==================== block 1
Figure 1. M2 wires (block 1).
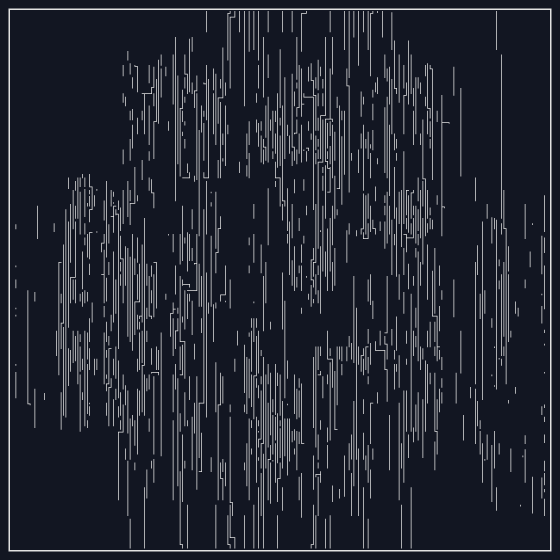

File: src/rtl/mac_driver.sv
// Dot-product sequencer: streams len operand pairs from memory into an external
// 2-cycle multiplier and accumulates the signed products into a wrapping accumulator.
module mac_driver #(
  parameter int BITS     = 8,
  parameter int LEN_W    = 8,
  parameter int ACC_BITS = 24
) (
  input  logic                       clk,
  input  logic                       rst_n,
  input  logic                       start,
  input  logic [LEN_W-1:0]           len,
  output logic                       rd_en,
  output logic [LEN_W-1:0]           rd_addr,
  input  logic signed [BITS-1:0]     rd_a,
  input  logic signed [BITS-1:0]     rd_b,
  output logic                       mac_enable,
  output logic signed [BITS-1:0]     mac_a,
  output logic signed [BITS-1:0]     mac_b,
  input  logic signed [2*BITS-1:0]   mac_result,
  input  logic                       mac_done,
  output logic                       busy,
  output logic [ACC_BITS-1:0]        acc_out,
  output logic                       acc_valid,
  output logic                       overflow
);

  typedef enum logic [1:0] {
    IDLE   = 2'd0,
    ISSUE  = 2'd1,
    DRAIN  = 2'd2,
    FINISH = 2'd3
  } state_t;

  state_t              state_q, state_d;
  logic [LEN_W-1:0]    len_q, len_d;
  logic [LEN_W-1:0]    issue_cnt_q, issue_cnt_d;
  logic [LEN_W-1:0]    done_cnt_q, done_cnt_d;
  logic [ACC_BITS-1:0] acc_q, acc_d;
  logic                ovf_q, ovf_d;
  logic                mac_en_q, mac_en_d;
  logic [ACC_BITS-1:0] prod_ext_s;
  logic [ACC_BITS-1:0] sum_s;

  // Two's-complement overflow: operands agree in sign but the sum does not.
  function automatic logic add_ovf(input logic [ACC_BITS-1:0] a,
                                   input logic [ACC_BITS-1:0] b,
                                   input logic [ACC_BITS-1:0] s);
    return (a[ACC_BITS-1] == b[ACC_BITS-1]) && (s[ACC_BITS-1] != a[ACC_BITS-1]);
  endfunction

  assign prod_ext_s = ACC_BITS'($signed(mac_result));
  assign sum_s      = acc_q + prod_ext_s;

  // Next-state, counters and accumulator.
  always_comb begin
    state_d     = state_q;
    len_d       = len_q;
    issue_cnt_d = issue_cnt_q;
    done_cnt_d  = done_cnt_q;
    acc_d       = acc_q;
    ovf_d       = ovf_q;
    mac_en_d    = (state_q == ISSUE);

    if (mac_done && (state_q != IDLE)) begin
      acc_d      = sum_s;
      done_cnt_d = done_cnt_q + LEN_W'(1);
      if (add_ovf(acc_q, prod_ext_s, sum_s)) begin
        ovf_d = 1'b1;
      end else begin
        ovf_d = ovf_q;
      end
    end else begin
      acc_d = acc_q;
    end

    case (state_q)
      IDLE: begin
        if (start) begin
          len_d       = len;
          issue_cnt_d = '0;
          done_cnt_d  = '0;
          acc_d       = '0;
          ovf_d       = 1'b0;
          state_d     = (len == '0) ? FINISH : ISSUE;
        end else begin
          state_d = IDLE;
        end
      end
      ISSUE: begin
        issue_cnt_d = issue_cnt_q + LEN_W'(1);
        // Compare against the updated done count so FINISH lands the cycle after the last done.
        if (done_cnt_d == len_q) begin
          state_d = FINISH;
        end else if (issue_cnt_q == len_q - LEN_W'(1)) begin
          state_d = DRAIN;
        end else begin
          state_d = ISSUE;
        end
      end
      DRAIN: begin
        if (done_cnt_d == len_q) begin
          state_d = FINISH;
        end else begin
          state_d = DRAIN;
        end
      end
      FINISH: begin
        state_d = IDLE;
      end
      default: begin
        state_d = IDLE;
      end
    endcase
  end

  // State and datapath registers.
  always_ff @(posedge clk or negedge rst_n) begin
    if (!rst_n) begin
      state_q     <= IDLE;
      len_q       <= '0;
      issue_cnt_q <= '0;
      done_cnt_q  <= '0;
      acc_q       <= '0;
      ovf_q       <= 1'b0;
      mac_en_q    <= 1'b0;
    end else begin
      state_q     <= state_d;
      len_q       <= len_d;
      issue_cnt_q <= issue_cnt_d;
      done_cnt_q  <= done_cnt_d;
      acc_q       <= acc_d;
      ovf_q       <= ovf_d;
      mac_en_q    <= mac_en_d;
    end
  end

  assign rd_en      = (state_q == ISSUE);
  assign rd_addr    = issue_cnt_q;
  assign mac_enable = mac_en_q;
  // Operands pass straight through, forced to zero while reset is asserted.
  assign mac_a      = rst_n ? rd_a : '0;
  assign mac_b      = rst_n ? rd_b : '0;
  assign busy       = (state_q != IDLE);
  assign acc_valid  = (state_q == FINISH);
  assign acc_out    = acc_q;
  assign overflow   = ovf_q;

endmodule

File: config.mk
export PLATFORM = sky130hd
export DESIGN_NAME = mac_driver
export DESIGN_NICKNAME = d
export VERILOG_FILES = /design/src/rtl/mac_driver.sv
export SDC_FILE = /design/constraint.sdc
export NUM_CORES = 1
export LEC_CHECK = 0
export CORE_MARGIN = 3
export CORE_UTILIZATION = 40
export DETAILED_ROUTE_END_ITERATION = 16
export PLACE_DENSITY = 0.67
export SETUP_SLACK_MARGIN = 0.2
export SYNTH_ARGS = -nofsm -noshare
export SYNTH_HDL_FRONTEND = slang
export SYNTH_SLANG_ARGS = --single-unit
export TNS_END_PERCENT = 30
File: constraint.sdc
create_clock -name clk -period 3.09 [get_ports clk]
set_clock_uncertainty 0.05 [all_clocks]
set_input_delay 0.4635 -clock clk [delete_from_list [all_inputs] [get_ports clk]]
set_output_delay 0.4635 -clock clk [all_outputs]
set_load 0.05 [all_outputs]
==================== block 2
$ cat src/rtl/shift_pipe_pkg.sv
// shift_pipe_pkg: shared types for the pipelined barrel shifter.
// Optional sticky tracking is enabled with SHIFT_PIPE_STICKY_EN.
package shift_pipe_pkg;

  typedef enum logic [1:0] {
    SRL = 2'd0,  // logical right
    SRA = 2'd1,  // arithmetic right
    SLL = 2'd2,  // logical left
    ROR = 2'd3   // rotate right
  } shift_mode_t;

  // Right shifts are the only modes that drop bits off the LSB end.
  function automatic logic drops_lsbs(shift_mode_t m);
    return (m == SRL) || (m == SRA);
  endfunction

endpackage

$ cat src/rtl/shift_pipe_stage.sv
// shift_pipe_stage: one barrel-shifter mux layer (distance DIST, selected by
// shift bit SBIT) followed by its pipeline register. The LAST stage also
// folds in the top shift bit (distance >= WIDTH).
// Sticky tracking is present only with SHIFT_PIPE_STICKY_EN.
module shift_pipe_stage
  import shift_pipe_pkg::*;
#(
  parameter int WIDTH = 32,
  parameter int SHW   = 6,
  parameter int DIST  = 1,
  parameter int SBIT  = 0,
  parameter bit LAST  = 1'b0
) (
  input  logic             clk,
  input  logic             rst_n,
  input  logic             en,
  input  logic             vld_i,
  input  logic [WIDTH-1:0] data_i,
  input  logic [1:0]       mode_i,
  input  logic [SHW-1:0]   shift_i,
`ifdef SHIFT_PIPE_STICKY_EN
  input  logic             sticky_i,
  output logic             sticky_o,
`endif
  output logic             vld_o,
  output logic [WIDTH-1:0] data_o,
  output logic [1:0]       mode_o,
  output logic [SHW-1:0]   shift_o
);

  shift_mode_t      mode;
  logic [WIDTH-1:0] shf, res;
  logic             vld_d, vld_q;
  logic [WIDTH-1:0] data_d, data_q;
  logic [1:0]       mode_d, mode_q;
  logic [SHW-1:0]   shift_d, shift_q;

  assign mode = shift_mode_t'(mode_i);

  // Mux layer, then the out-of-range correction in the final stage only.
  always_comb begin
    shf = data_i;
    if (shift_i[SBIT]) begin
      case (mode)
        SRL:     shf = data_i >> DIST;
        SRA:     shf = $signed(data_i) >>> DIST;
        SLL:     shf = data_i << DIST;
        default: shf = (data_i >> DIST) | (data_i << (WIDTH - DIST));
      endcase
    end
    res = shf;
    // Rotate is modulo WIDTH, so it ignores the top bit; the MSB is still
    // the original sign bit for SRA after any in-range shift.
    if (LAST && shift_i[SHW-1]) begin
      case (mode)
        SRL, SLL: res = '0;
        SRA:      res = {WIDTH{shf[WIDTH-1]}};
        default:  res = shf;
      endcase
    end
  end

  // All stages advance together on en; hold otherwise.
  always_comb begin
    vld_d   = en ? vld_i   : vld_q;
    data_d  = en ? res     : data_q;
    mode_d  = en ? mode_i  : mode_q;
    shift_d = en ? shift_i : shift_q;
  end

  // Stage register, cleared asynchronously.
  always_ff @(posedge clk or negedge rst_n) begin
    if (!rst_n) begin
      vld_q   <= 1'b0;
      data_q  <= '0;
      mode_q  <= 2'd0;
      shift_q <= '0;
    end else begin
      vld_q   <= vld_d;
      data_q  <= data_d;
      mode_q  <= mode_d;
      shift_q <= shift_d;
    end
  end

  assign vld_o   = vld_q;
  assign data_o  = data_q;
  assign mode_o  = mode_q;
  assign shift_o = shift_q;

`ifdef SHIFT_PIPE_STICKY_EN
  logic lost, sticky_n, sticky_d, sticky_q;

  // Accumulate bits dropped off the LSB end. For an out-of-range right shift
  // everything left in the word is lost too, which together with the bits
  // already dropped makes sticky equal to (in_data != 0).
  always_comb begin
    lost = 1'b0;
    if (shift_i[SBIT] && drops_lsbs(mode)) lost = |data_i[DIST-1:0];
    sticky_n = sticky_i | lost;
    if (LAST && shift_i[SHW-1] && drops_lsbs(mode)) sticky_n = sticky_n | (|shf);
    sticky_d = en ? sticky_n : sticky_q;
  end

  // Sticky stage register.
  always_ff @(posedge clk or negedge rst_n) begin
    if (!rst_n) sticky_q <= 1'b0;
    else        sticky_q <= sticky_d;
  end

  assign sticky_o = sticky_q;
`endif

endmodule

$ cat src/rtl/shift_pipe.sv
// shift_pipe: pipelined barrel shifter (SRL/SRA/SLL/ROR), SHW-1 stages,
// one stage per shift bit, valid/ready handshake with whole-pipe stall.
// Define SHIFT_PIPE_STICKY_EN to add the out_sticky output and its stage bits.
module shift_pipe
  import shift_pipe_pkg::*;
#(
  parameter int WIDTH = 32,
  parameter int SHW   = $clog2(WIDTH) + 1
) (
  input  logic             clk,
  input  logic             rst_n,
  input  logic             in_valid,
  output logic             in_ready,
  input  logic [WIDTH-1:0] in_data,
  input  logic [SHW-1:0]   in_shift,
  input  logic [1:0]       in_mode,
  output logic             out_valid,
  input  logic             out_ready,
`ifdef SHIFT_PIPE_STICKY_EN
  output logic             out_sticky,
`endif
  output logic [WIDTH-1:0] out_data
);

  localparam int NST = SHW - 1;

  logic                       en;
  logic [NST:0]               vld_pipe;
  logic [NST:0][WIDTH-1:0]    data_s;
  logic [NST:0][1:0]          mode_s;
  logic [NST:0][SHW-1:0]      shift_s;
`ifdef SHIFT_PIPE_STICKY_EN
  logic [NST:0]               sticky_s;
  assign sticky_s[0] = 1'b0;
  assign out_sticky  = sticky_s[NST];
`endif

  // Single pipe-wide enable: empty output slot or downstream taking it.
  assign en       = !vld_pipe[NST] | out_ready;
  assign in_ready = en;

  assign vld_pipe[0] = in_valid;
  assign data_s[0]   = in_data;
  assign mode_s[0]   = in_mode;
  assign shift_s[0]  = in_shift;

  for (genvar k = 0; k < NST; k++) begin : g_stage
    shift_pipe_stage #(
      .WIDTH (WIDTH),
      .SHW   (SHW),
      .DIST  (1 << k),
      .SBIT  (k),
      .LAST  (k == NST - 1)
    ) u_stage (
      .clk      (clk),
      .rst_n    (rst_n),
      .en       (en),
      .vld_i    (vld_pipe[k]),
      .data_i   (data_s[k]),
      .mode_i   (mode_s[k]),
      .shift_i  (shift_s[k]),
`ifdef SHIFT_PIPE_STICKY_EN
      .sticky_i (sticky_s[k]),
      .sticky_o (sticky_s[k+1]),
`endif
      .vld_o    (vld_pipe[k+1]),
      .data_o   (data_s[k+1]),
      .mode_o   (mode_s[k+1]),
      .shift_o  (shift_s[k+1])
    );
  end

  assign out_valid = vld_pipe[NST];
  assign out_data  = data_s[NST];

  // Mode/shift are not needed past the last stage.
  logic unused_tail;
  assign unused_tail = ^{mode_s[NST], shift_s[NST]};

endmodule
$ cat config.mk
export PLATFORM = sky130hd
export DESIGN_NAME = shift_pipe
export DESIGN_NICKNAME = d
export VERILOG_FILES = /design/src/rtl/shift_pipe_pkg.sv /design/src/rtl/shift_pipe_stage.sv /design/src/rtl/shift_pipe.sv
export SDC_FILE = /design/constraint.sdc
export NUM_CORES = 1
export LEC_CHECK = 0
export ABC_AREA = 0
export CAP_MARGIN = 15
export CORE_ASPECT_RATIO = 1.25
export CORE_UTILIZATION = 30
export DETAILED_ROUTE_END_ITERATION = 10
export PLACE_DENSITY_LB_ADDON = 0.12
export SYNTH_ARGS = -nofsm -noshare
export SYNTH_HDL_FRONTEND = slang
export SYNTH_HIERARCHICAL = 1
export SYNTH_SLANG_ARGS = --single-unit
$ cat constraint.sdc
create_clock -name clk -period 2.5 [get_ports clk]
set_clock_uncertainty 0.15 [all_clocks]
set_input_delay 0.5 -clock clk [delete_from_list [all_inputs] [get_ports clk]]
set_output_delay 0.5 -clock clk [all_outputs]
set_load 0.02 [all_outputs]
Figure 2. M2 wires (block 2).
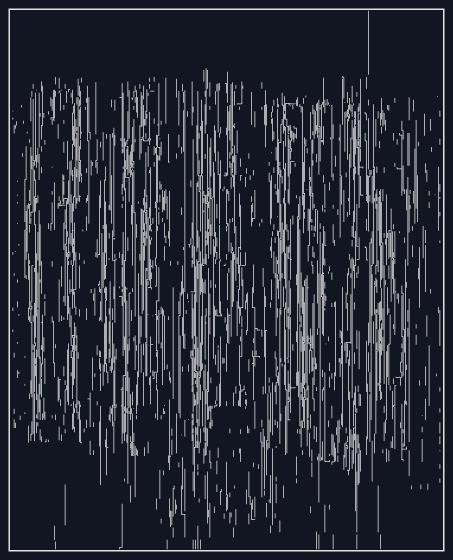
longest straight run: 88.7 um
main direction: vertical
wire length on this layer: 13600 um
M2 GR Usage: 0.2809
final wirelength: 27520 um

Figure 3. Signal wires on met4 (block 2).
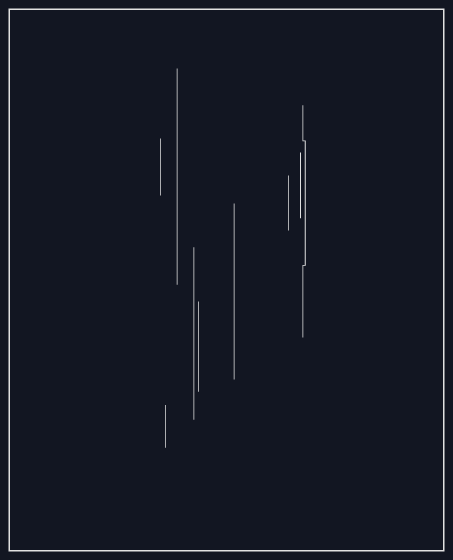
nets with wire on the layer: 6
main direction: vertical
longest straight run: 83.6 um
share of all routed wire: 1.6%
wire length on this layer: 429 um
vias post-DR: 7512

==> Slide: Implementation Results, block 2 <==
Run Summary

Final timing
  – Slew Limit Headroom: 0.4350
  – Worst Slack Setup Final: 119.7 ps
  – Fmax: 420.1 MHz

GRT
  – Pin count of the biggest net entering global routing: 71
  – Tot GR Track Use: 0.1644
  – Top Usage Layer GRT: met2

Routing
  – Pre-Repair DR Iteration Count: 4
  – DR iter-0 viols: 441
  – Wire length on met1: 12780 um

Min path
  – Worst Hold Class: reg2reg

Layout
  – Nets@finish: roughly 1100
  – Number of non-clock buffers in the layout: 114
  – Inverter count: 23
  – Cell type taking the most area: multi-input combinational cells
  – Clk_buf instances: 17
  – Seq. cell area: 4679 um^2

Floorplan
  – Row count: 75
  – Core ar.: 33780 um^2

Power
  – Max rail drop VDD: about 0.00044 V
  – Switch Pwr: 6467 uW

Clocking
  – CTS H-Tree Depth: 4

Run status
  – Status: finished clean

Logic synthesis
  – Synthesized instance count: 973
Figure 4. M3 wires (block 1).
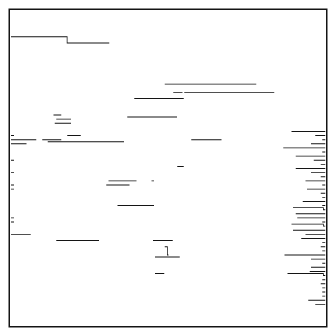
main direction: horizontal
longest straight run: 29.9 um
vias post-DR: 3769
final wirelength: 10440 um

Notes on Figure 1 above:
wire length on this layer: 5110 um
main direction: vertical
nets with wire on the layer: 534
share of all routed wire: 49%
longest straight run: 40.1 um
M2 GR Usage: 0.3266

==> Slide: Implementation Results, block 1 <==
Run Summary

Placement
  – Area after DPL: 5054 um^2
  – # port buffers: roughly 96

Run status
  – Status: finished clean

Power
  – Static Leak: ~0.0022 uW
  – Power per Cell Area: 1077 nW/um^2

Logic synthesis
  – Area fraction in mux cells: 0
  – Ys flops: 52
  – Synth area leaders: dfrtp_1 (34%), ha_1 (8.4%), nand2_1 (7.1%), xnor2_1 (4.5%), a21oi_1 (4.3%)
  – Xor+xnor area frac: 0.08727
  – Count leader, synth: nand2_1

Layout
  – # diodes: 0
  – Non-clk buf share: 0.2117
  – Highest-count logic cell in the final layout: clkdlybuf4s50_1

Setup path
  – CP startpoint kind: input pin
  – CP Capture Type: flip-flop
  – WP depth: 9
  – Critical path class: in2reg

Routing
  – DR iter-0 viols: 162

Final timing
  – Final setup fails: 0
  – Hold_ws: 64.20 ps

Clocking
  – CTS tree: done

GRT
  – Pin count of the biggest net entering global routing: 31

==> screenshots <==
Congestion heat map.
Plate I
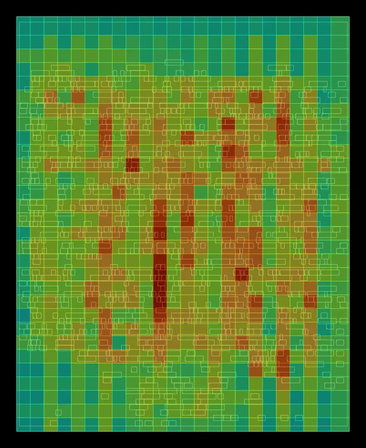
Plate II
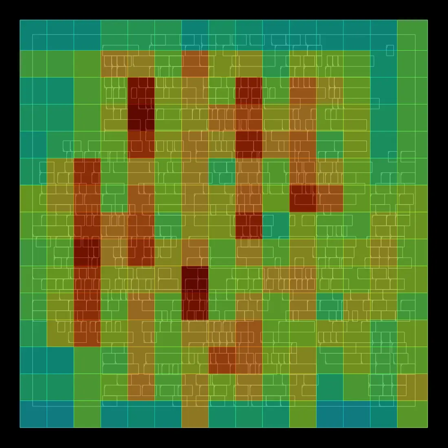
Plate II: block 1
Plate I: block 2
Of these, highest track usage: Plate II
Of these, most wire per cell: Plate I


==================== block 3
Figure 5. The metal 1 layer (block 3).
Scale bar: 20 um.
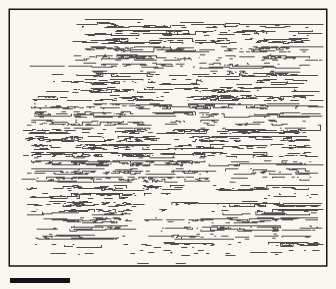

`src/rtl/gui_pkg.sv`:
```
// gui_pkg: shared screen geometry, colour width and animation state type for the GUI sprite path.
package gui_pkg;
    localparam int RGB_W = 16;
    localparam int SCREEN_W = 96;
    localparam int SCREEN_H = 64;
    localparam int PIX_IDX_W = 13;
    localparam logic [RGB_W-1:0] KEY_COLOUR_DEF = 16'h0000;
    typedef enum logic {IDLE = 1'b0, PLAY = 1'b1} anim_state_t;
endpackage

```
`src/rtl/gui_anim_seq.sv`:
```
// gui_anim_seq: animation sequencer; advances frame_sel every FRAME_HOLD OLED frames, one-shot or looping.
module gui_anim_seq
    import gui_pkg::*;
#(
    parameter int NUM_FRAMES = 4,
    parameter int FRAME_HOLD = 6
) (
    input  logic       clk,
    input  logic       rst_n,
    input  logic       frame_begin,
    input  logic       anim_start,
    input  logic       anim_loop,
    output logic [1:0] frame_sel,
    output logic       anim_busy
);
    localparam int HW = FRAME_HOLD > 1 ? $clog2(FRAME_HOLD) : 1;
    anim_state_t state;
    logic [HW-1:0] hold;
    assign anim_busy = state == PLAY;
    // anim_start has priority so a restart always lands on frame 0 with a fresh hold
    always_ff @(posedge clk or negedge rst_n) begin
        if (!rst_n) begin
            state <= IDLE;
            frame_sel <= '0;
            hold <= '0;
        end else if (anim_start) begin
            state <= PLAY;
            frame_sel <= '0;
            hold <= '0;
        end else if (state == PLAY && frame_begin) begin
            if (hold == HW'(FRAME_HOLD - 1)) begin
                hold <= '0;
                if (frame_sel == 2'(NUM_FRAMES - 1)) begin
                    frame_sel <= '0;
                    if (!anim_loop) state <= IDLE;
                end else begin
                    frame_sel <= frame_sel + 2'd1;
                end
            end else begin
                hold <= hold + HW'(1);
            end
        end
    end
endmodule

```
`src/rtl/gui_sprite_compositor.sv`:
```
// gui_sprite_compositor: offsets scanned pixels into sprite ROM space, keys out KEY_COLOUR over bg_colour.
// Defining GUI_MIRROR_EN adds a per-frame horizontal mirror input.
module gui_sprite_compositor
    import gui_pkg::*;
#(
    parameter int WIDTH = SCREEN_W,
    parameter int HEIGHT = SCREEN_H,
    parameter int NUM_FRAMES = 4,
    parameter int FRAME_HOLD = 6,
    parameter logic [15:0] KEY_COLOUR = KEY_COLOUR_DEF
) (
    input  logic        clk,
    input  logic        rst_n,
    input  logic        frame_begin,
    input  logic        sample_pixel,
    input  logic [12:0] pixel_index,
    input  logic [6:0]  offset_x,
    input  logic [5:0]  offset_y,
`ifdef GUI_MIRROR_EN
    input  logic        mirror,
`endif
    input  logic        anim_start,
    input  logic        anim_loop,
    input  logic [15:0] bg_colour,
    output logic [12:0] rom_index,
    output logic [1:0]  frame_sel,
    input  logic [15:0] rom_colour,
    output logic [15:0] oled_data,
    output logic        pixel_valid,
    output logic        anim_busy
);
    logic [6:0] off_x, sx, sy, col;
    logic [5:0] off_y;
    logic [7:0] rx, ry;
    logic in_range, in_range_q, valid_q;
`ifdef GUI_MIRROR_EN
    logic mirror_q;
`endif

    gui_anim_seq #(.NUM_FRAMES(NUM_FRAMES), .FRAME_HOLD(FRAME_HOLD)) u_seq (
        .clk(clk),
        .rst_n(rst_n),
        .frame_begin(frame_begin),
        .anim_start(anim_start),
        .anim_loop(anim_loop),
        .frame_sel(frame_sel),
        .anim_busy(anim_busy)
    );

    // rx/ry are 8-bit two's complement; bit 7 set means left of / above the sprite origin
    assign sx = 7'(pixel_index % 13'(WIDTH));
    assign sy = 7'(pixel_index / 13'(WIDTH));
    assign rx = {1'b0, sx} - {1'b0, off_x};
    assign ry = {1'b0, sy} - {2'b0, off_y};
    assign in_range = pixel_index < 13'(WIDTH * HEIGHT) && !rx[7] && !ry[7]
                      && rx[6:0] < 7'(WIDTH) && ry[6:0] < 7'(HEIGHT);
`ifdef GUI_MIRROR_EN
    assign col = mirror_q ? 7'(WIDTH - 1) - rx[6:0] : rx[6:0];
`else
    assign col = rx[6:0];
`endif

    // geometry only changes at frame start so a frame is never torn
    always_ff @(posedge clk or negedge rst_n) begin
        if (!rst_n) begin
            off_x <= '0;
            off_y <= '0;
`ifdef GUI_MIRROR_EN
            mirror_q <= 1'b0;
`endif
        end else if (frame_begin) begin
            off_x <= offset_x;
            off_y <= offset_y;
`ifdef GUI_MIRROR_EN
            mirror_q <= mirror;
`endif
        end
    end

    always_ff @(posedge clk or negedge rst_n) begin
        if (!rst_n) begin
            rom_index <= '0;
            in_range_q <= 1'b0;
            valid_q <= 1'b0;
            oled_data <= '0;
            pixel_valid <= 1'b0;
        end else begin
            valid_q <= sample_pixel;
            pixel_valid <= valid_q;
            if (sample_pixel) begin
                rom_index <= in_range ? 13'(ry[6:0]) * 13'(WIDTH) + 13'(col) : '0;
                in_range_q <= in_range;
            end
            if (valid_q)
                oled_data <= (in_range_q && rom_colour != KEY_COLOUR) ? rom_colour : bg_colour;
        end
    end
endmodule

```
`config.mk`:
```
export PLATFORM = sky130hd
export DESIGN_NAME = gui_sprite_compositor
export DESIGN_NICKNAME = d
export VERILOG_FILES = /design/src/rtl/gui_pkg.sv /design/src/rtl/gui_anim_seq.sv /design/src/rtl/gui_sprite_compositor.sv
export SDC_FILE = /design/constraint.sdc
export NUM_CORES = 1
export LEC_CHECK = 0
export CORE_ASPECT_RATIO = 0.8
export CORE_MARGIN = 2
export CORE_UTILIZATION = 45
export DETAILED_ROUTE_END_ITERATION = 10
export PLACE_DENSITY = 0.8
export SLEW_MARGIN = 5
export SYNTH_ARGS = -nofsm -noshare
export SYNTH_HDL_FRONTEND = slang
export SYNTH_SLANG_ARGS = --single-unit
```
`constraint.sdc`:
```
create_clock -name clk -period 3.17 [get_ports clk]
set_clock_uncertainty 0.05 [all_clocks]
set_input_delay 0.951 -clock clk [delete_from_list [all_inputs] [get_ports clk]]
set_output_delay 0.951 -clock clk [all_outputs]
set_load 0.02 [all_outputs]
```
==================== block 4
File: config.mk
export PLATFORM = sky130hd
export DESIGN_NAME = muldiv_ctrl
export DESIGN_NICKNAME = d
export VERILOG_FILES = /design/src/rtl/muldiv_ctrl_pkg.sv /design/src/rtl/muldiv_ctrl_div_iter.sv /design/src/rtl/muldiv_ctrl.sv
export SDC_FILE = /design/constraint.sdc
export NUM_CORES = 2
export LEC_CHECK = 0
export CORE_MARGIN = 5
export CORE_UTILIZATION = 55
export DETAILED_ROUTE_END_ITERATION = 6
export HOLD_SLACK_MARGIN = 0.12
export PLACE_DENSITY = 0.79
export SYNTH_ARGS = -nofsm -noshare
export SYNTH_HDL_FRONTEND = slang
export SYNTH_SLANG_ARGS = --single-unit
File: constraint.sdc
create_clock -name clk -period 26.2 [get_ports clk]
set_input_delay 3.93 -clock clk [delete_from_list [all_inputs] [get_ports clk]]
set_output_delay 3.93 -clock clk [all_outputs]
set_load 0.005 [all_outputs]
File: src/rtl/muldiv_ctrl_pkg.sv
// Shared types and constants for the MULT/MULTU/DIV/DIVU sequencer.
package muldiv_ctrl_pkg;

   typedef enum logic [1:0] {
      OP_MULTU = 2'b00,
      OP_MULT  = 2'b01,
      OP_DIVU  = 2'b10,
      OP_DIV   = 2'b11
   } alu2op_e;

   typedef enum logic [1:0] {
      ST_IDLE,
      ST_MUL,
      ST_DIV,
      ST_DONE
   } state_e;

   localparam int unsigned DIV_STEPS = 32;

   function automatic logic [31:0] cond_neg(input logic [31:0] v, input logic neg);
      return neg ? (~v + 32'd1) : v;
   endfunction

endpackage

File: src/rtl/muldiv_ctrl_div_iter.sv
// 32-bit restoring divider datapath: one quotient bit per step on unsigned magnitudes.
// step_quot/step_rem present the state after the current step so the last step can be captured directly.
module muldiv_ctrl_div_iter
   import muldiv_ctrl_pkg::*;
(
   input  logic        clk,
   input  logic        rst,
   input  logic        load,
   input  logic        step,
   input  logic [31:0] dividend,
   input  logic [31:0] divisor,
   output logic [31:0] step_quot,
   output logic [31:0] step_rem
);

   logic [63:0] rq_q, rq_d;
   logic [31:0] dvs_q, dvs_d;
   logic [63:0] rq_step;
   logic [32:0] sh_rem;
   logic [32:0] trial;

   always_comb begin
      sh_rem  = rq_q[63:31];
      trial   = sh_rem - {1'b0, dvs_q};
      // a non-negative trial difference restores nothing and sets the quotient bit
      if (!trial[32]) rq_step = {trial[31:0], rq_q[30:0], 1'b1};
      else            rq_step = {sh_rem[31:0], rq_q[30:0], 1'b0};
   end

   always_comb begin
      rq_d  = rq_q;
      dvs_d = dvs_q;
      if (load) begin
         rq_d  = {32'd0, dividend};
         dvs_d = divisor;
      end else if (step) begin
         rq_d  = rq_step;
      end
   end

   always_ff @(posedge clk or negedge rst) begin
      if (!rst) begin
         rq_q  <= '0;
         dvs_q <= '0;
      end else begin
         rq_q  <= rq_d;
         dvs_q <= dvs_d;
      end
   end

   assign step_quot = rq_step[31:0];
   assign step_rem  = rq_step[63:32];

endmodule

File: src/rtl/muldiv_ctrl.sv
// EXE-stage sequencer for MULT/MULTU/DIV/DIVU: latches operands, stalls while busy,
// and delivers HI/LO with a one-cycle done pulse; flush aborts without touching HI/LO.
module muldiv_ctrl
   import muldiv_ctrl_pkg::*;
#(
   parameter int unsigned MUL_LAT = 2
) (
   input  logic        clk,
   input  logic        rst,
   input  logic        start,
   input  logic [1:0]  ALU2Op,
   input  logic [31:0] A,
   input  logic [31:0] B,
   input  logic        flush,
   output logic        busy,
   output logic        done,
   output logic [31:0] hi,
   output logic [31:0] lo
);

   localparam int unsigned CNT_MAX = (MUL_LAT > DIV_STEPS) ? MUL_LAT : DIV_STEPS;
   localparam int unsigned CNT_W   = $clog2(CNT_MAX);
   localparam logic [CNT_W-1:0] MUL_CNT0 = CNT_W'(MUL_LAT - 1);
   localparam logic [CNT_W-1:0] DIV_CNT0 = CNT_W'(DIV_STEPS - 1);

   state_e           state_q, state_d;
   logic [CNT_W-1:0] cnt_q, cnt_d;
   logic [31:0]      a_q, a_d, b_q, b_d, hi_q, hi_d, lo_q, lo_d;
   logic             sgn_q, sgn_d;

   alu2op_e          op_in;
   logic             in_div, in_sgn;
   logic             div_load, div_step;
   logic [31:0]      div_quot, div_rem;
   logic [63:0]      ext_a, ext_b, prod;

   assign op_in  = alu2op_e'(ALU2Op);
   assign in_div = (op_in == OP_DIVU) || (op_in == OP_DIV);
   assign in_sgn = (op_in == OP_MULT) || (op_in == OP_DIV);

   muldiv_ctrl_div_iter u_div (
      .clk       (clk),
      .rst       (rst),
      .load      (div_load),
      .step      (div_step),
      .dividend  (cond_neg(A, in_sgn & A[31])),
      .divisor   (cond_neg(B, in_sgn & B[31])),
      .step_quot (div_quot),
      .step_rem  (div_rem)
   );

   always_comb begin
      ext_a = sgn_q ? {{32{a_q[31]}}, a_q} : {32'd0, a_q};
      ext_b = sgn_q ? {{32{b_q[31]}}, b_q} : {32'd0, b_q};
      prod  = ext_a * ext_b;
   end

   always_comb begin
      state_d  = state_q;
      cnt_d    = cnt_q;
      a_d      = a_q;
      b_d      = b_q;
      sgn_d    = sgn_q;
      hi_d     = hi_q;
      lo_d     = lo_q;
      div_load = 1'b0;
      div_step = 1'b0;
      if (flush) begin
         state_d = ST_IDLE;
      end else begin
         unique case (state_q)
            ST_IDLE, ST_DONE: begin
               state_d = ST_IDLE;
               if (start) begin
                  a_d   = A;
                  b_d   = B;
                  sgn_d = in_sgn;
                  if (!in_div) begin
                     state_d = ST_MUL;
                     cnt_d   = MUL_CNT0;
                  end else if (B != '0) begin
                     state_d  = ST_DIV;
                     cnt_d    = DIV_CNT0;
                     div_load = 1'b1;
                  end else begin
                     state_d = ST_DONE;
                     hi_d    = A;
                     lo_d    = '1;
                  end
               end
            end
            ST_MUL: begin
               if (cnt_q == '0) begin
                  state_d = ST_DONE;
                  hi_d    = prod[63:32];
                  lo_d    = prod[31:0];
               end else begin
                  cnt_d = cnt_q - 1'b1;
               end
            end
            ST_DIV: begin
               div_step = 1'b1;
               if (cnt_q == '0) begin
                  state_d = ST_DONE;
                  lo_d    = cond_neg(div_quot, sgn_q & (a_q[31] ^ b_q[31]));
                  hi_d    = cond_neg(div_rem, sgn_q & a_q[31]);
               end else begin
                  cnt_d = cnt_q - 1'b1;
               end
            end
            default: state_d = ST_IDLE;
         endcase
      end
   end

   always_ff @(posedge clk or negedge rst) begin
      if (!rst) begin
         state_q <= ST_IDLE;
         cnt_q   <= '0;
         a_q     <= '0;
         b_q     <= '0;
         sgn_q   <= 1'b0;
         hi_q    <= '0;
         lo_q    <= '0;
      end else begin
         state_q <= state_d;
         cnt_q   <= cnt_d;
         a_q     <= a_d;
         b_q     <= b_d;
         sgn_q   <= sgn_d;
         hi_q    <= hi_d;
         lo_q    <= lo_d;
      end
   end

   // DONE is left out so the issuing instruction retires on the done cycle
   assign busy = rst & ~flush &
                 ((state_q == ST_MUL) || (state_q == ST_DIV) || ((state_q == ST_IDLE) && start));
   assign done = (state_q == ST_DONE);
   assign hi   = hi_q;
   assign lo   = lo_q;

endmodule

==================== block 5
**src/rtl/axil_pkg.sv**
```systemverilog
// Shared AXI4-Lite response encodings for the local-register bridge.
// Optional feature macro used by the bridge: AXIL_BRIDGE_TIMEOUT_EN.
package axil_pkg;

    typedef logic [1:0] axil_resp_t;

    localparam axil_resp_t RESP_OKAY   = 2'b00;
    localparam axil_resp_t RESP_SLVERR = 2'b10;

    function automatic axil_resp_t err_resp(input logic err);
        return err ? RESP_SLVERR : RESP_OKAY;
    endfunction

endpackage

```
**src/rtl/axil_sync_fifo.sv**
```systemverilog
// Small synchronous FIFO with extra-bit pointers; no bypass of the
// push data, so the head is only visible the cycle after the push.
module axil_sync_fifo #(
    parameter int WIDTH = 8,
    parameter int DEPTH = 2
) (
    input  logic             clk,
    input  logic             rst_n,
    input  logic             push,
    input  logic [WIDTH-1:0] din,
    input  logic             pop,
    output logic             full,
    output logic             empty,
    output logic [WIDTH-1:0] head
);

    localparam int PW = $clog2(DEPTH);

    logic [PW:0]      wptr;
    logic [PW:0]      rptr;
    logic [WIDTH-1:0] mem [DEPTH];
    logic             do_push;
    logic             do_pop;

    assign empty   = (wptr == rptr);
    assign full    = (wptr[PW] != rptr[PW]) &&
                     (wptr[PW-1:0] == rptr[PW-1:0]);
    assign do_push = push & ~full;
    assign do_pop  = pop & ~empty;
    assign head    = mem[rptr[PW-1:0]];

    always_ff @(posedge clk or negedge rst_n) begin
        if (!rst_n) begin
            wptr <= '0;
            rptr <= '0;
        end else begin
            if (do_push) wptr <= wptr + 1'b1;
            if (do_pop)  rptr <= rptr + 1'b1;
        end
    end

    always_ff @(posedge clk) begin
        if (do_push) mem[wptr[PW-1:0]] <= din;
    end

endmodule

```
**src/rtl/axil_slave_bridge.sv**
```systemverilog
// AXI4-Lite slave to local req/ack register port with AW/W/AR request FIFOs.
// Define AXIL_BRIDGE_TIMEOUT_EN to let a stalled local request self-complete with SLVERR.
module axil_slave_bridge
    import axil_pkg::*;
#(
    parameter int ADDR_W      = 5,
    parameter int DATA_W      = 32,
    parameter int FIFO_DEPTH  = 2,
    parameter int TIMEOUT_CYC = 256,
    localparam int STRB_W     = DATA_W / 8
) (
    input  logic              s_axi_aclk,
    input  logic              s_axi_aresetn,
    input  logic [ADDR_W-1:0] s_axi_awaddr,
    input  logic              s_axi_awvalid,
    output logic              s_axi_awready,
    input  logic [DATA_W-1:0] s_axi_wdata,
    input  logic [STRB_W-1:0] s_axi_wstrb,
    input  logic              s_axi_wvalid,
    output logic              s_axi_wready,
    output logic [1:0]        s_axi_bresp,
    output logic              s_axi_bvalid,
    input  logic              s_axi_bready,
    input  logic [ADDR_W-1:0] s_axi_araddr,
    input  logic              s_axi_arvalid,
    output logic              s_axi_arready,
    output logic [DATA_W-1:0] s_axi_rdata,
    output logic [1:0]        s_axi_rresp,
    output logic              s_axi_rvalid,
    input  logic              s_axi_rready,
    output logic              wr_req,
    output logic [ADDR_W-1:0] wr_addr,
    output logic [DATA_W-1:0] wr_data,
    output logic [STRB_W-1:0] wr_strb,
    input  logic              wr_ack,
    input  logic              wr_err,
    output logic              rd_req,
    output logic [ADDR_W-1:0] rd_addr,
    input  logic [DATA_W-1:0] rd_data,
    input  logic              rd_ack,
    input  logic              rd_err
);

    logic aw_full, aw_empty, w_full, w_empty, ar_full, ar_empty;
    logic wr_to, rd_to, wr_done, rd_done;
    logic [STRB_W+DATA_W-1:0] w_head;

    assign s_axi_awready = s_axi_aresetn & ~aw_full;
    assign s_axi_wready  = s_axi_aresetn & ~w_full;
    assign s_axi_arready = s_axi_aresetn & ~ar_full;

    assign wr_req  = ~aw_empty & ~w_empty & ~s_axi_bvalid;
    assign rd_req  = ~ar_empty & ~s_axi_rvalid;
    assign wr_done = wr_req & (wr_ack | wr_to);
    assign rd_done = rd_req & (rd_ack | rd_to);
    assign {wr_strb, wr_data} = w_head;

    axil_sync_fifo #(.WIDTH(ADDR_W), .DEPTH(FIFO_DEPTH)) u_aw_fifo (
        .clk   (s_axi_aclk),
        .rst_n (s_axi_aresetn),
        .push  (s_axi_awvalid & s_axi_awready),
        .din   (s_axi_awaddr),
        .pop   (wr_done),
        .full  (aw_full),
        .empty (aw_empty),
        .head  (wr_addr)
    );

    axil_sync_fifo #(.WIDTH(STRB_W + DATA_W), .DEPTH(FIFO_DEPTH)) u_w_fifo (
        .clk   (s_axi_aclk),
        .rst_n (s_axi_aresetn),
        .push  (s_axi_wvalid & s_axi_wready),
        .din   ({s_axi_wstrb, s_axi_wdata}),
        .pop   (wr_done),
        .full  (w_full),
        .empty (w_empty),
        .head  (w_head)
    );

    axil_sync_fifo #(.WIDTH(ADDR_W), .DEPTH(FIFO_DEPTH)) u_ar_fifo (
        .clk   (s_axi_aclk),
        .rst_n (s_axi_aresetn),
        .push  (s_axi_arvalid & s_axi_arready),
        .din   (s_axi_araddr),
        .pop   (rd_done),
        .full  (ar_full),
        .empty (ar_empty),
        .head  (rd_addr)
    );

`ifdef AXIL_BRIDGE_TIMEOUT_EN
    localparam int CNT_W = $clog2(TIMEOUT_CYC) + 1;
    localparam logic [CNT_W-1:0] CNT_LAST = CNT_W'(TIMEOUT_CYC - 1);

    logic [CNT_W-1:0] wr_cnt;
    logic [CNT_W-1:0] rd_cnt;

    // A same-cycle ack beats the timeout so the core's own status is used
    assign wr_to = wr_req & ~wr_ack & (wr_cnt == CNT_LAST);
    assign rd_to = rd_req & ~rd_ack & (rd_cnt == CNT_LAST);

    always_ff @(posedge s_axi_aclk or negedge s_axi_aresetn) begin
        if (!s_axi_aresetn) begin
            wr_cnt <= '0;
            rd_cnt <= '0;
        end else begin
            wr_cnt <= (!wr_req || wr_done) ? '0 : wr_cnt + 1'b1;
            rd_cnt <= (!rd_req || rd_done) ? '0 : rd_cnt + 1'b1;
        end
    end
`else
    assign wr_to = 1'b0;
    assign rd_to = 1'b0;
`endif

    always_ff @(posedge s_axi_aclk or negedge s_axi_aresetn) begin
        if (!s_axi_aresetn) begin
            s_axi_bvalid <= 1'b0;
            s_axi_bresp  <= RESP_OKAY;
        end else if (wr_done) begin
            s_axi_bvalid <= 1'b1;
            s_axi_bresp  <= wr_ack ? err_resp(wr_err) : RESP_SLVERR;
        end else if (s_axi_bready) begin
            s_axi_bvalid <= 1'b0;
        end
    end

    always_ff @(posedge s_axi_aclk or negedge s_axi_aresetn) begin
        if (!s_axi_aresetn) begin
            s_axi_rvalid <= 1'b0;
            s_axi_rresp  <= RESP_OKAY;
            s_axi_rdata  <= '0;
        end else if (rd_done) begin
            s_axi_rvalid <= 1'b1;
            s_axi_rresp  <= rd_ack ? err_resp(rd_err) : RESP_SLVERR;
            s_axi_rdata  <= rd_ack ? rd_data : '0;
        end else if (s_axi_rready) begin
            s_axi_rvalid <= 1'b0;
        end
    end

endmodule

```
**config.mk**
```make
export PLATFORM = sky130hd
export DESIGN_NAME = axil_slave_bridge
export DESIGN_NICKNAME = d
export VERILOG_FILES = /design/src/rtl/axil_pkg.sv /design/src/rtl/axil_sync_fifo.sv /design/src/rtl/axil_slave_bridge.sv
export SDC_FILE = /design/constraint.sdc
export NUM_CORES = 1
export LEC_CHECK = 0
export ABC_AREA = 1
export CAP_MARGIN = 5
export CORE_MARGIN = 2
export CORE_UTILIZATION = 45
export DETAILED_ROUTE_END_ITERATION = 8
export HOLD_SLACK_MARGIN = 0.02
export PLACE_DENSITY = 0.83
export SKIP_LAST_GASP = 1
export SYNTH_ARGS = -nofsm -noshare
export SYNTH_HDL_FRONTEND = slang
export SYNTH_SLANG_ARGS = --single-unit
```
**constraint.sdc**
```tcl
create_clock -name s_axi_aclk -period 3 [get_ports s_axi_aclk]
set_input_delay 0.3 -clock s_axi_aclk [delete_from_list [all_inputs] [get_ports s_axi_aclk]]
set_output_delay 0.3 -clock s_axi_aclk [all_outputs]
set_load 0.05 [all_outputs]
```
==================== block 6
<file path="src/rtl/clause_streamer_pkg.sv">
// common: shared CNF sizing for the solver front end and the clause record type.
package common;
   localparam int number_literal = 5;
   localparam int number_clause  = 10;
   localparam int addr_w = $clog2(number_clause);
   localparam int wcnt_w = $clog2(number_clause + 1);
   localparam int rcnt_w = $clog2(2 * number_clause);

   typedef struct packed {
      logic [number_literal-1:0] pos;
      logic [number_literal-1:0] neg;
   } clause_t;
endpackage

</file>
<file path="src/rtl/clause_streamer_buffer.sv">
// clause_buffer: per-slot clause register file, one write port, one combinational read port.
module clause_buffer
   import common::*;
(
   input  logic              clock,
   input  logic              clear,
   input  logic              we,
   input  logic [addr_w-1:0] waddr,
   input  clause_t           wdata,
   input  logic [addr_w-1:0] raddr,
   output clause_t           rdata
);
   clause_t mem_q [number_clause];

   always_ff @(posedge clock) begin
      if (clear) begin
         for (int k = 0; k < number_clause; k++) mem_q[k] <= '0;
      end else if (we) begin
         mem_q[waddr] <= wdata;
      end
   end

   assign rdata = mem_q[raddr];
endmodule

</file>
<file path="src/rtl/clause_streamer.sv">
// clause_streamer: buffers a CNF formula clause by clause, then replays it to the solver
// as two words per slot, padding unused slots with empty clauses.
module clause_streamer
   import common::*;
(
   input  logic                      clock,
   input  logic                      reset,
   input  logic                      clause_valid,
   output logic                      clause_ready,
   input  logic [number_literal-1:0] clause_pos,
   input  logic [number_literal-1:0] clause_neg,
   input  logic                      clause_last,
   output logic                      load,
   output logic [number_literal-1:0] i,
   output logic                      done
);
   localparam logic [1:0] COLLECT = 2'd0;
   localparam logic [1:0] STREAM  = 2'd1;
   localparam logic [1:0] DONE    = 2'd2;
   localparam logic [wcnt_w-1:0] full_cnt  = wcnt_w'(number_clause);
   localparam logic [wcnt_w-1:0] last_slot = wcnt_w'(number_clause - 1);
   localparam logic [rcnt_w-1:0] last_word = rcnt_w'(2 * number_clause - 1);

   logic [1:0]                state_q, state_d;
   logic [wcnt_w-1:0]         wr_cnt_q, wr_cnt_d;
   logic [rcnt_w-1:0]         rd_cnt_q, rd_cnt_d;
   logic                      load_q, load_d, done_q, done_d;
   logic [number_literal-1:0] i_q, i_d, word;
   logic [addr_w-1:0]         slot;
   logic                      accept;
   clause_t                   rdata;

   assign clause_ready = !reset && state_q == COLLECT && wr_cnt_q < full_cnt;
   assign accept = clause_valid && clause_ready;
   assign slot = rd_cnt_q[rcnt_w-1:1];

   clause_buffer u_buf (
      .clock (clock),
      .clear (reset || state_q == DONE),
      .we    (accept),
      .waddr (wr_cnt_q[addr_w-1:0]),
      .wdata ({clause_pos, clause_neg}),
      .raddr (slot),
      .rdata (rdata)
   );

   // slots beyond the stored count read as empty clauses
   assign word = {1'b0, slot} < wr_cnt_q ? (rd_cnt_q[0] ? rdata.neg : rdata.pos) : '0;

   always_comb begin
      state_d  = state_q == COLLECT ? (accept && (clause_last || wr_cnt_q == last_slot) ? STREAM : COLLECT)
               : state_q == STREAM  ? (rd_cnt_q == last_word ? DONE : STREAM)
               : COLLECT;
      wr_cnt_d = state_q == DONE ? '0 : wr_cnt_q + wcnt_w'(accept);
      rd_cnt_d = state_q == STREAM && rd_cnt_q != last_word ? rd_cnt_q + 1'b1 : '0;
      load_d   = state_q == STREAM;
      i_d      = state_q == STREAM ? word : '0;
      done_d   = state_q == DONE;
   end

   always_ff @(posedge clock) begin
      if (reset) begin
         state_q  <= COLLECT;
         wr_cnt_q <= '0;
         rd_cnt_q <= '0;
         load_q   <= 1'b0;
         i_q      <= '0;
         done_q   <= 1'b0;
      end else begin
         state_q  <= state_d;
         wr_cnt_q <= wr_cnt_d;
         rd_cnt_q <= rd_cnt_d;
         load_q   <= load_d;
         i_q      <= i_d;
         done_q   <= done_d;
      end
   end

   assign load = load_q;
   assign i    = i_q;
   assign done = done_q;
endmodule

</file>
<file path="config.mk">
export PLATFORM = sky130hd
export DESIGN_NAME = clause_streamer
export DESIGN_NICKNAME = d
export VERILOG_FILES = /design/src/rtl/clause_streamer_pkg.sv /design/src/rtl/clause_streamer_buffer.sv /design/src/rtl/clause_streamer.sv
export SDC_FILE = /design/constraint.sdc
export NUM_CORES = 1
export LEC_CHECK = 0
export CAP_MARGIN = 20
export CORE_ASPECT_RATIO = 1.25
export CORE_MARGIN = 2
export CORE_UTILIZATION = 55
export DETAILED_ROUTE_END_ITERATION = 7
export GPL_ROUTABILITY_DRIVEN = 0
export GPL_TIMING_DRIVEN = 0
export PLACE_DENSITY_LB_ADDON = 0.15
export REMOVE_ABC_BUFFERS = 1
export SYNTH_ARGS = -nofsm -noshare
export SYNTH_HDL_FRONTEND = slang
export SYNTH_HIERARCHICAL = 1
export SYNTH_SLANG_ARGS = --single-unit
</file>
<file path="constraint.sdc">
create_clock -name clock -period 4.3 [get_ports clock]
set_input_delay 1.29 -clock clock [delete_from_list [all_inputs] [get_ports clock]]
set_output_delay 1.29 -clock clock [all_outputs]
set_load 0.02 [all_outputs]
</file>

==> screenshots <==
M3 wires.
image #1
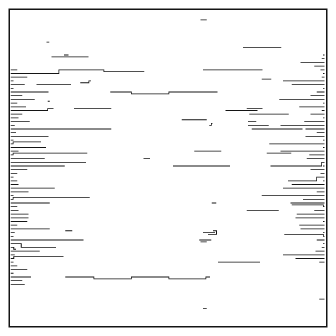
image #2
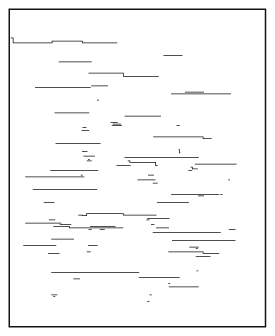
image #3
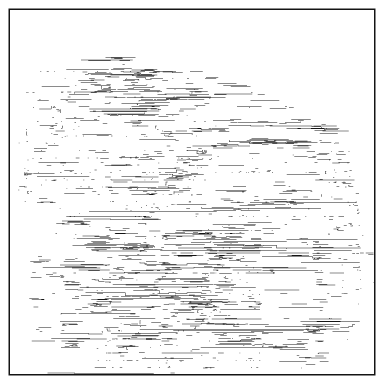
image #4
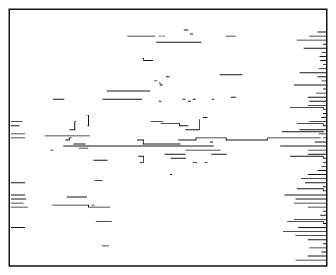
Block 6 is image #2.
Block 3 is image #4.
Block 5 is image #1.
Block 4 is image #3.

Key to image #3:
main direction: horizontal
share of all routed wire: 7.8%
nets with wire on the layer: 610
longest straight run: 171 um

Figure 6. The metal 1 layer (block 4).
Scale bar: 100 um.
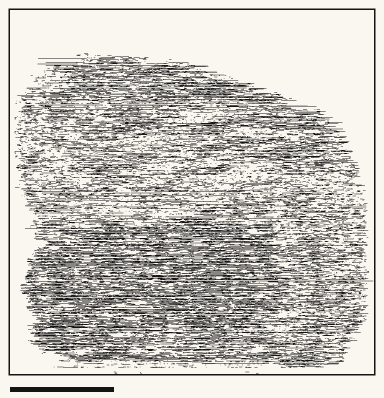
wire length on this layer: 67.3 mm
longest straight run: 141 um
main direction: horizontal
share of all routed wire: 37%
Global Route met1 Usage: 0.3859
final wirelength: 182400 um
vias post-DR: 48060

==> Slide: Implementation Results, block 4 <==
Run Summary

Run status
  – Status: finished with violations
  – Failing checks: DRC

Final timing
  – Final period util: 0.3907
  – Final setup fails: 0

Clocking
  – Num CTS Buffers: 26
  – Cts hold-fix bufs: 0
  – Clk root buf: clkbuf_16

Flow run
  – Count of tool warnings: 35

Placement
  – Gpl congestion: 0.9999
  – # port buffers: 135

Setup path
  – CP max stage cell: fa_1
  – WP depth: 32
  – Critical Path Max Stage Delay: 930 ps

Min path
  – End of the worst hold path: hi[7]$_DFFE_PN0P_

Logic synthesis
  – Synthesized instance count: 6883
  – Net Count, Synth: 8724
  – Ys flops: 232
  – Post-synth seq share: 0.09193
  – Cell type with the largest total area after synthesis: fa_1

Layout
  – Area growth syn-to-layout: 5.423%
  – Inverter count: ~1600

Routing
  – DRC: 7
Figure 7. Signal wires on met4 (block 3).
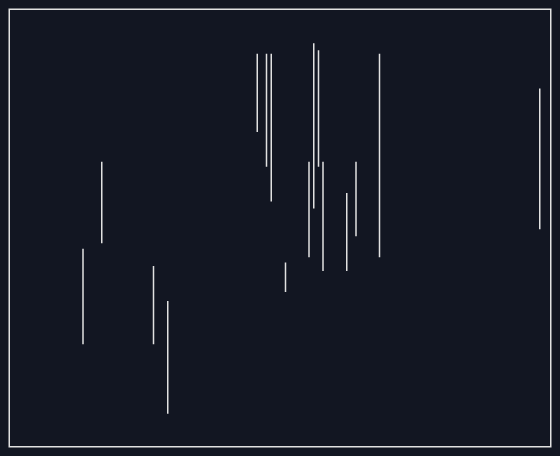
nets with wire on the layer: 16
main direction: vertical
longest straight run: 39.4 um
wire length on this layer: 331 um
share of all routed wire: 2.7%
final wirelength: 12190 um
vias post-DR: 3871

Notes on Figure 5 above:
nets with wire on the layer: 619
wire length on this layer: 4970 um
share of all routed wire: 41%
Global Route met1 Usage: 0.3042

==> Slide: Implementation Results, block 3 <==
Run Summary

Routing
  – Wire length on met1: about 5000 um
  – Max Used Layer: met4
  – Met3 Routed Length: 701 um
  – Vias/cell: 5.499
  – DR iter-0 viols: 197

Setup path
  – CP bufs+invs: 3
  – Worst reg2reg setup slack: -150 ps
  – R2R Path End: rom_index[12]$_DFFE_PN0P_
  – Critical path class: in2reg
  – Critical Path Max Stage Delay: 580 ps
  – CP required: roughly 3300 ps

Logic synthesis
  – Synth Cell Area: 3710 um^2
  – Post-synthesis compound-gate area fraction: 0.2118
  – Post-synth seq share: 0.3440
  – Most common library cells after synthesis: dfrtp_1 (51), inv_1 (42), nor2_1 (39)

Placement
  – Pre-CTS setup slack: -2573 ps

GRT
  – Tot GR Track Use: 0.2584
  – Vias in the first global route: 4042
  – Top Usage Layer GRT: met2

Layout
  – Comb area: about 2600 um^2
  – Highest-count logic cell in the final layout: clkdlybuf4s50_1
  – Regs by FF count: oled_data x16, rom_index x13, off_x x7
  – Inverter count: between 40 and 50
  – Clk_buf instances: 5
  – Largest register FFs: 16

Clocking
  – CTS Sinks: 51
  – Worst skew pair latency: about 300 ps
  – Num CTS Buffers: 5
  – CTS H-Tree Depth: 2

Final timing
  – Setup TNS: -21830 ps
  – Tmin final: 5180 ps
  – Hold Fails Final Rpt: 0
  – RSZ-0062 raised after global routing: true
  – Final setup fails: 14
  – Final period util: 1.634
  – Worst Slack Setup Final: -2010 ps

Floorplan
  – Core ar.: about 8000 um^2
  – Top Ports: 97
  – Row count: 29
  – Die Size: 8991 um^2

Run status
  – Failing checks: setup timing
  – Status: finished with violations

Min path
  – Hold Path Cell Cnt: 2
  – HP Start: oled_data[10]$_DFFE_PN0P_
Figure 8. Congestion heat map (block 5).
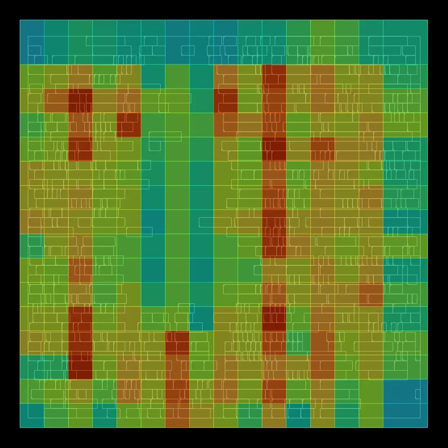
Global Route met1 Usage: 0.2270
WL per Instance: 14.53 um
M2 GR Usage: 0.3146
Final Util: 0.6651

Figure 9. The metal 1 layer (block 5).
Scale bar: 20 um.
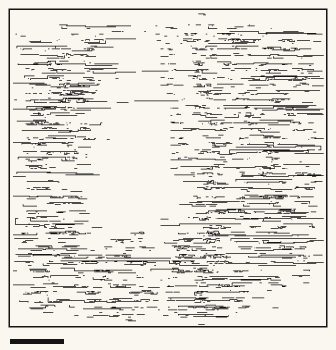
main direction: horizontal
wire length on this layer: 4910 um
share of all routed wire: 39%
nets with wire on the layer: 674
longest straight run: 40.0 um
vias post-DR: 3998
final wirelength: 12510 um

==> Slide: Implementation Results, block 5 <==
Run Summary

Run status
  – Status: finished clean

Setup path
  – CP startpoint kind: flip-flop
  – Worst-path fanout max: 9
  – Cell family with most CP delay: buffers and inverters
  – Cell Chain, Critical Path: xnor2_2 > a21oi_1 > clkdlybuf4s50_1
  – CP bufs+invs: 1
  – Critical path class: reg2out
  – FF-to-FF path depth: 8
  – CP Capture Type: output port

Floorplan
  – Row count: 40
  – Die Size: 13490 um^2
  – Pre-placement core utilization: 0.4655

Layout
  – Nets@finish: slightly below 800
  – # diodes: 0
  – Area growth syn-to-layout: 42.87%
  – Largest register FFs: roughly 70
  – Clock buf/inv share: 0.07224
  – Flops: 140
  – Cell type taking the most area: flip-flops and latches

GRT
  – Antenna violations before repair: 0
  – Met3 GRT Util: 0.08614
  – Tot GR Track Use: 0.1925
  – Overflow left after global routing: 0
  – Pin count of the biggest net entering global routing: around 49

Logic synthesis
  – Synthesized instance count: a little under 500
  – Xor+xnor area frac: 0.01680
  – Adder Area Share: 0
  – Synth logic family: simple AND/OR/NAND/NOR gates
  – Area share, top type: 0.4880
  – Post-synth seq share: 0.7001
  – Synth area leaders: edfxtp_1 (49%), dfrtp_1 (21%), nand2_1 (14%), o21ai_2 (5.4%), inv_1 (3.2%)
  – Synth Cell Area: 5662 um^2
  – Area fraction in mux cells: 0
  – Cell type with the largest total area after synthesis: edfxtp_1
  – Flip-flops with a built-in enable: 92
  – Most common library cells after synthesis: nand2_1 (207), edfxtp_1 (92), inv_1 (49)

Placement
  – Area after DPL: 7495 um^2
  – Gpl congestion: about 0.79
  – HPWL Detailed: 8935 um
  – # port buffers: 175
  – Pre-CTS setup slack: about 850 ps

Clocking
  – CTS tree: done
  – CTS Sinks: 140
  – Cts hold-fix bufs: 1
  – CTS H-Tree Depth: 4
  – Num CTS Buffers: 17

Routing
  – DRC: 0
  – Antenna viol nets, final: 0

Final timing
  – Final period util: 0.8430
  – Hold_ws: 393.3 ps
  – Worst Slack Setup Final: 471.0 ps
  – Slew Limit Headroom: 0.6424
Figure 10. Congestion heat map (block 6).
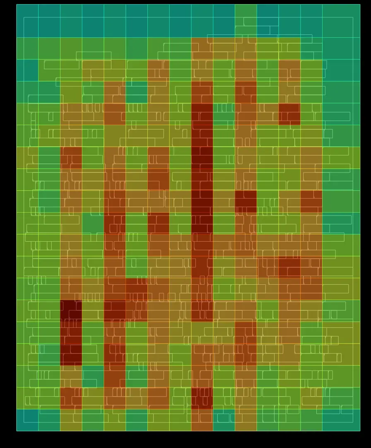
Final Util: 0.6441
Tot GR Track Use: 0.2391
M2 GR Usage: 0.4087

==> Slide: Implementation Results, block 6 <==
Run Summary

Run status
  – Status: finished clean

Setup path
  – Launch point of the worst path: reset
  – CP max stage cell: clkdlybuf4s50_1
  – CP startpoint kind: input pin
  – FF-to-FF path depth: 6
  – Critical Path Max Stage Delay: ~600 ps
  – Worst reg2reg setup slack: around 1300 ps
  – Most used cell, CP: clkdlybuf4s50_1

Layout
  – Largest register FFs: ~160
  – Share of post-route cells with drive strength above 1: 0.1398
  – Multi-In Gates: 261
  – Multi-input gate share of total cell area: 0.2504
  – Cell type taking the most area: flip-flops and latches
  – Fin cells: 686
  – Inverter count: 17
  – Comb area: between 2000 and 2500 um^2
  – # fillers: 974
  – Highest-count logic cell in the final layout: edfxtp_1
  – Fin area: 8561 um^2
  – Non-clk buf share: 0.03303

Clocking
  – Worst skew pair latency: 430 ps
  – CTS Sinks: 178
  – Num CTS Buffers: 17
  – Post-CTS Setup Bufs: 0
  – Cts hold-fix bufs: 0

Floorplan
  – Pre-placement core utilization: 0.5652
  – Core ar.: 13290 um^2

Flow run
  – Count of tool warnings: 25

Routing
  – Length of routed met2 wiring: 8663 um
  – Wire length on met1: between 6000 and 7000 um
  – Antenna viol nets, final: 0
  – DR iter-0 viols: between 200 and 300

Logic synthesis
  – Area share, top type: 0.6396
  – Count leader, synth: edfxtp_1
  – Synth logic family: multiplexers
  – Flip-flops with a built-in enable: 160
  – Syn Area/Cell: 15.62 um^2
  – Yosys Chip Area: 7512 um^2
  – Syn. warnings: 6

GRT
  – Global-route wire length before repair: approximately 24000 um
  – Met3 GRT Util: 0.05550

Final timing
  – Worst-Margin Slew: 1092 ps
  – Hold Fails Final Rpt: 0

Placement
  – # port buffers: 21


==> gallery <==
M2 wires.
panel A
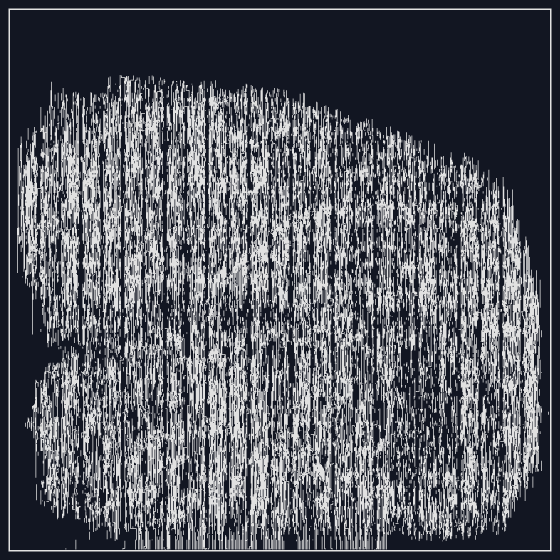
panel B
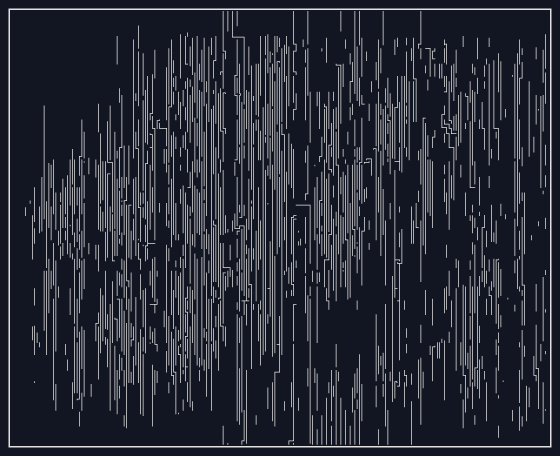
panel C
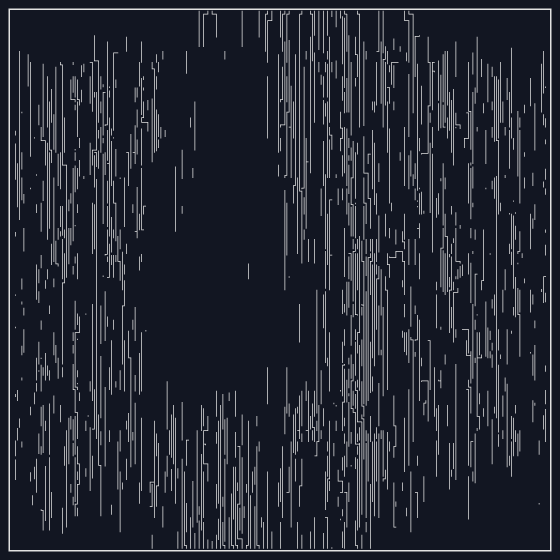
panel D
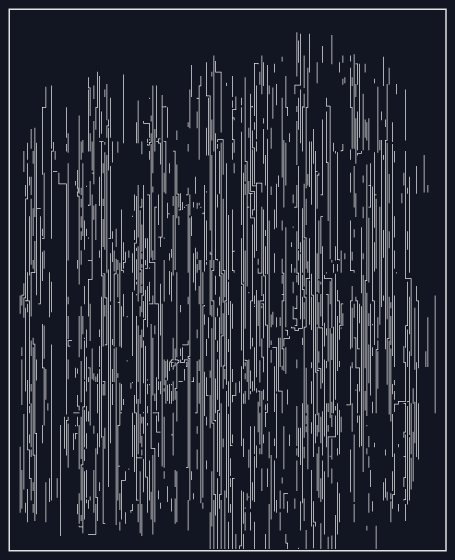
Panel B comes from block 3.
Panel C comes from block 5.
Panel D comes from block 6.
Panel A comes from block 4.

Key to panel B:
main direction: vertical
longest straight run: 48.3 um


==> layout pictures side by side <==
The metal 1 layer.
shot_01.png
Scale bar: 20 um.
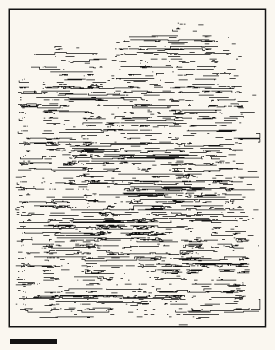
shot_02.png
Scale bar: 20 um.
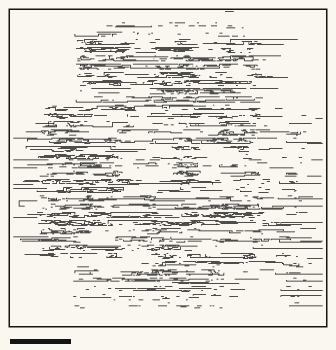
shot_03.png
Scale bar: 50 um.
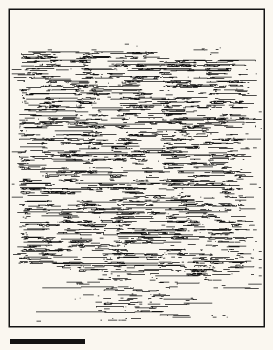
shot_03.png comes from block 2.
shot_02.png comes from block 1.
shot_01.png comes from block 6.

Key to shot_02.png:
nets with wire on the layer: 590
main direction: horizontal
wire length on this layer: 4770 um
longest straight run: 28.1 um

Power figures rest on the tool's default switching activity, not on a simulated workload.
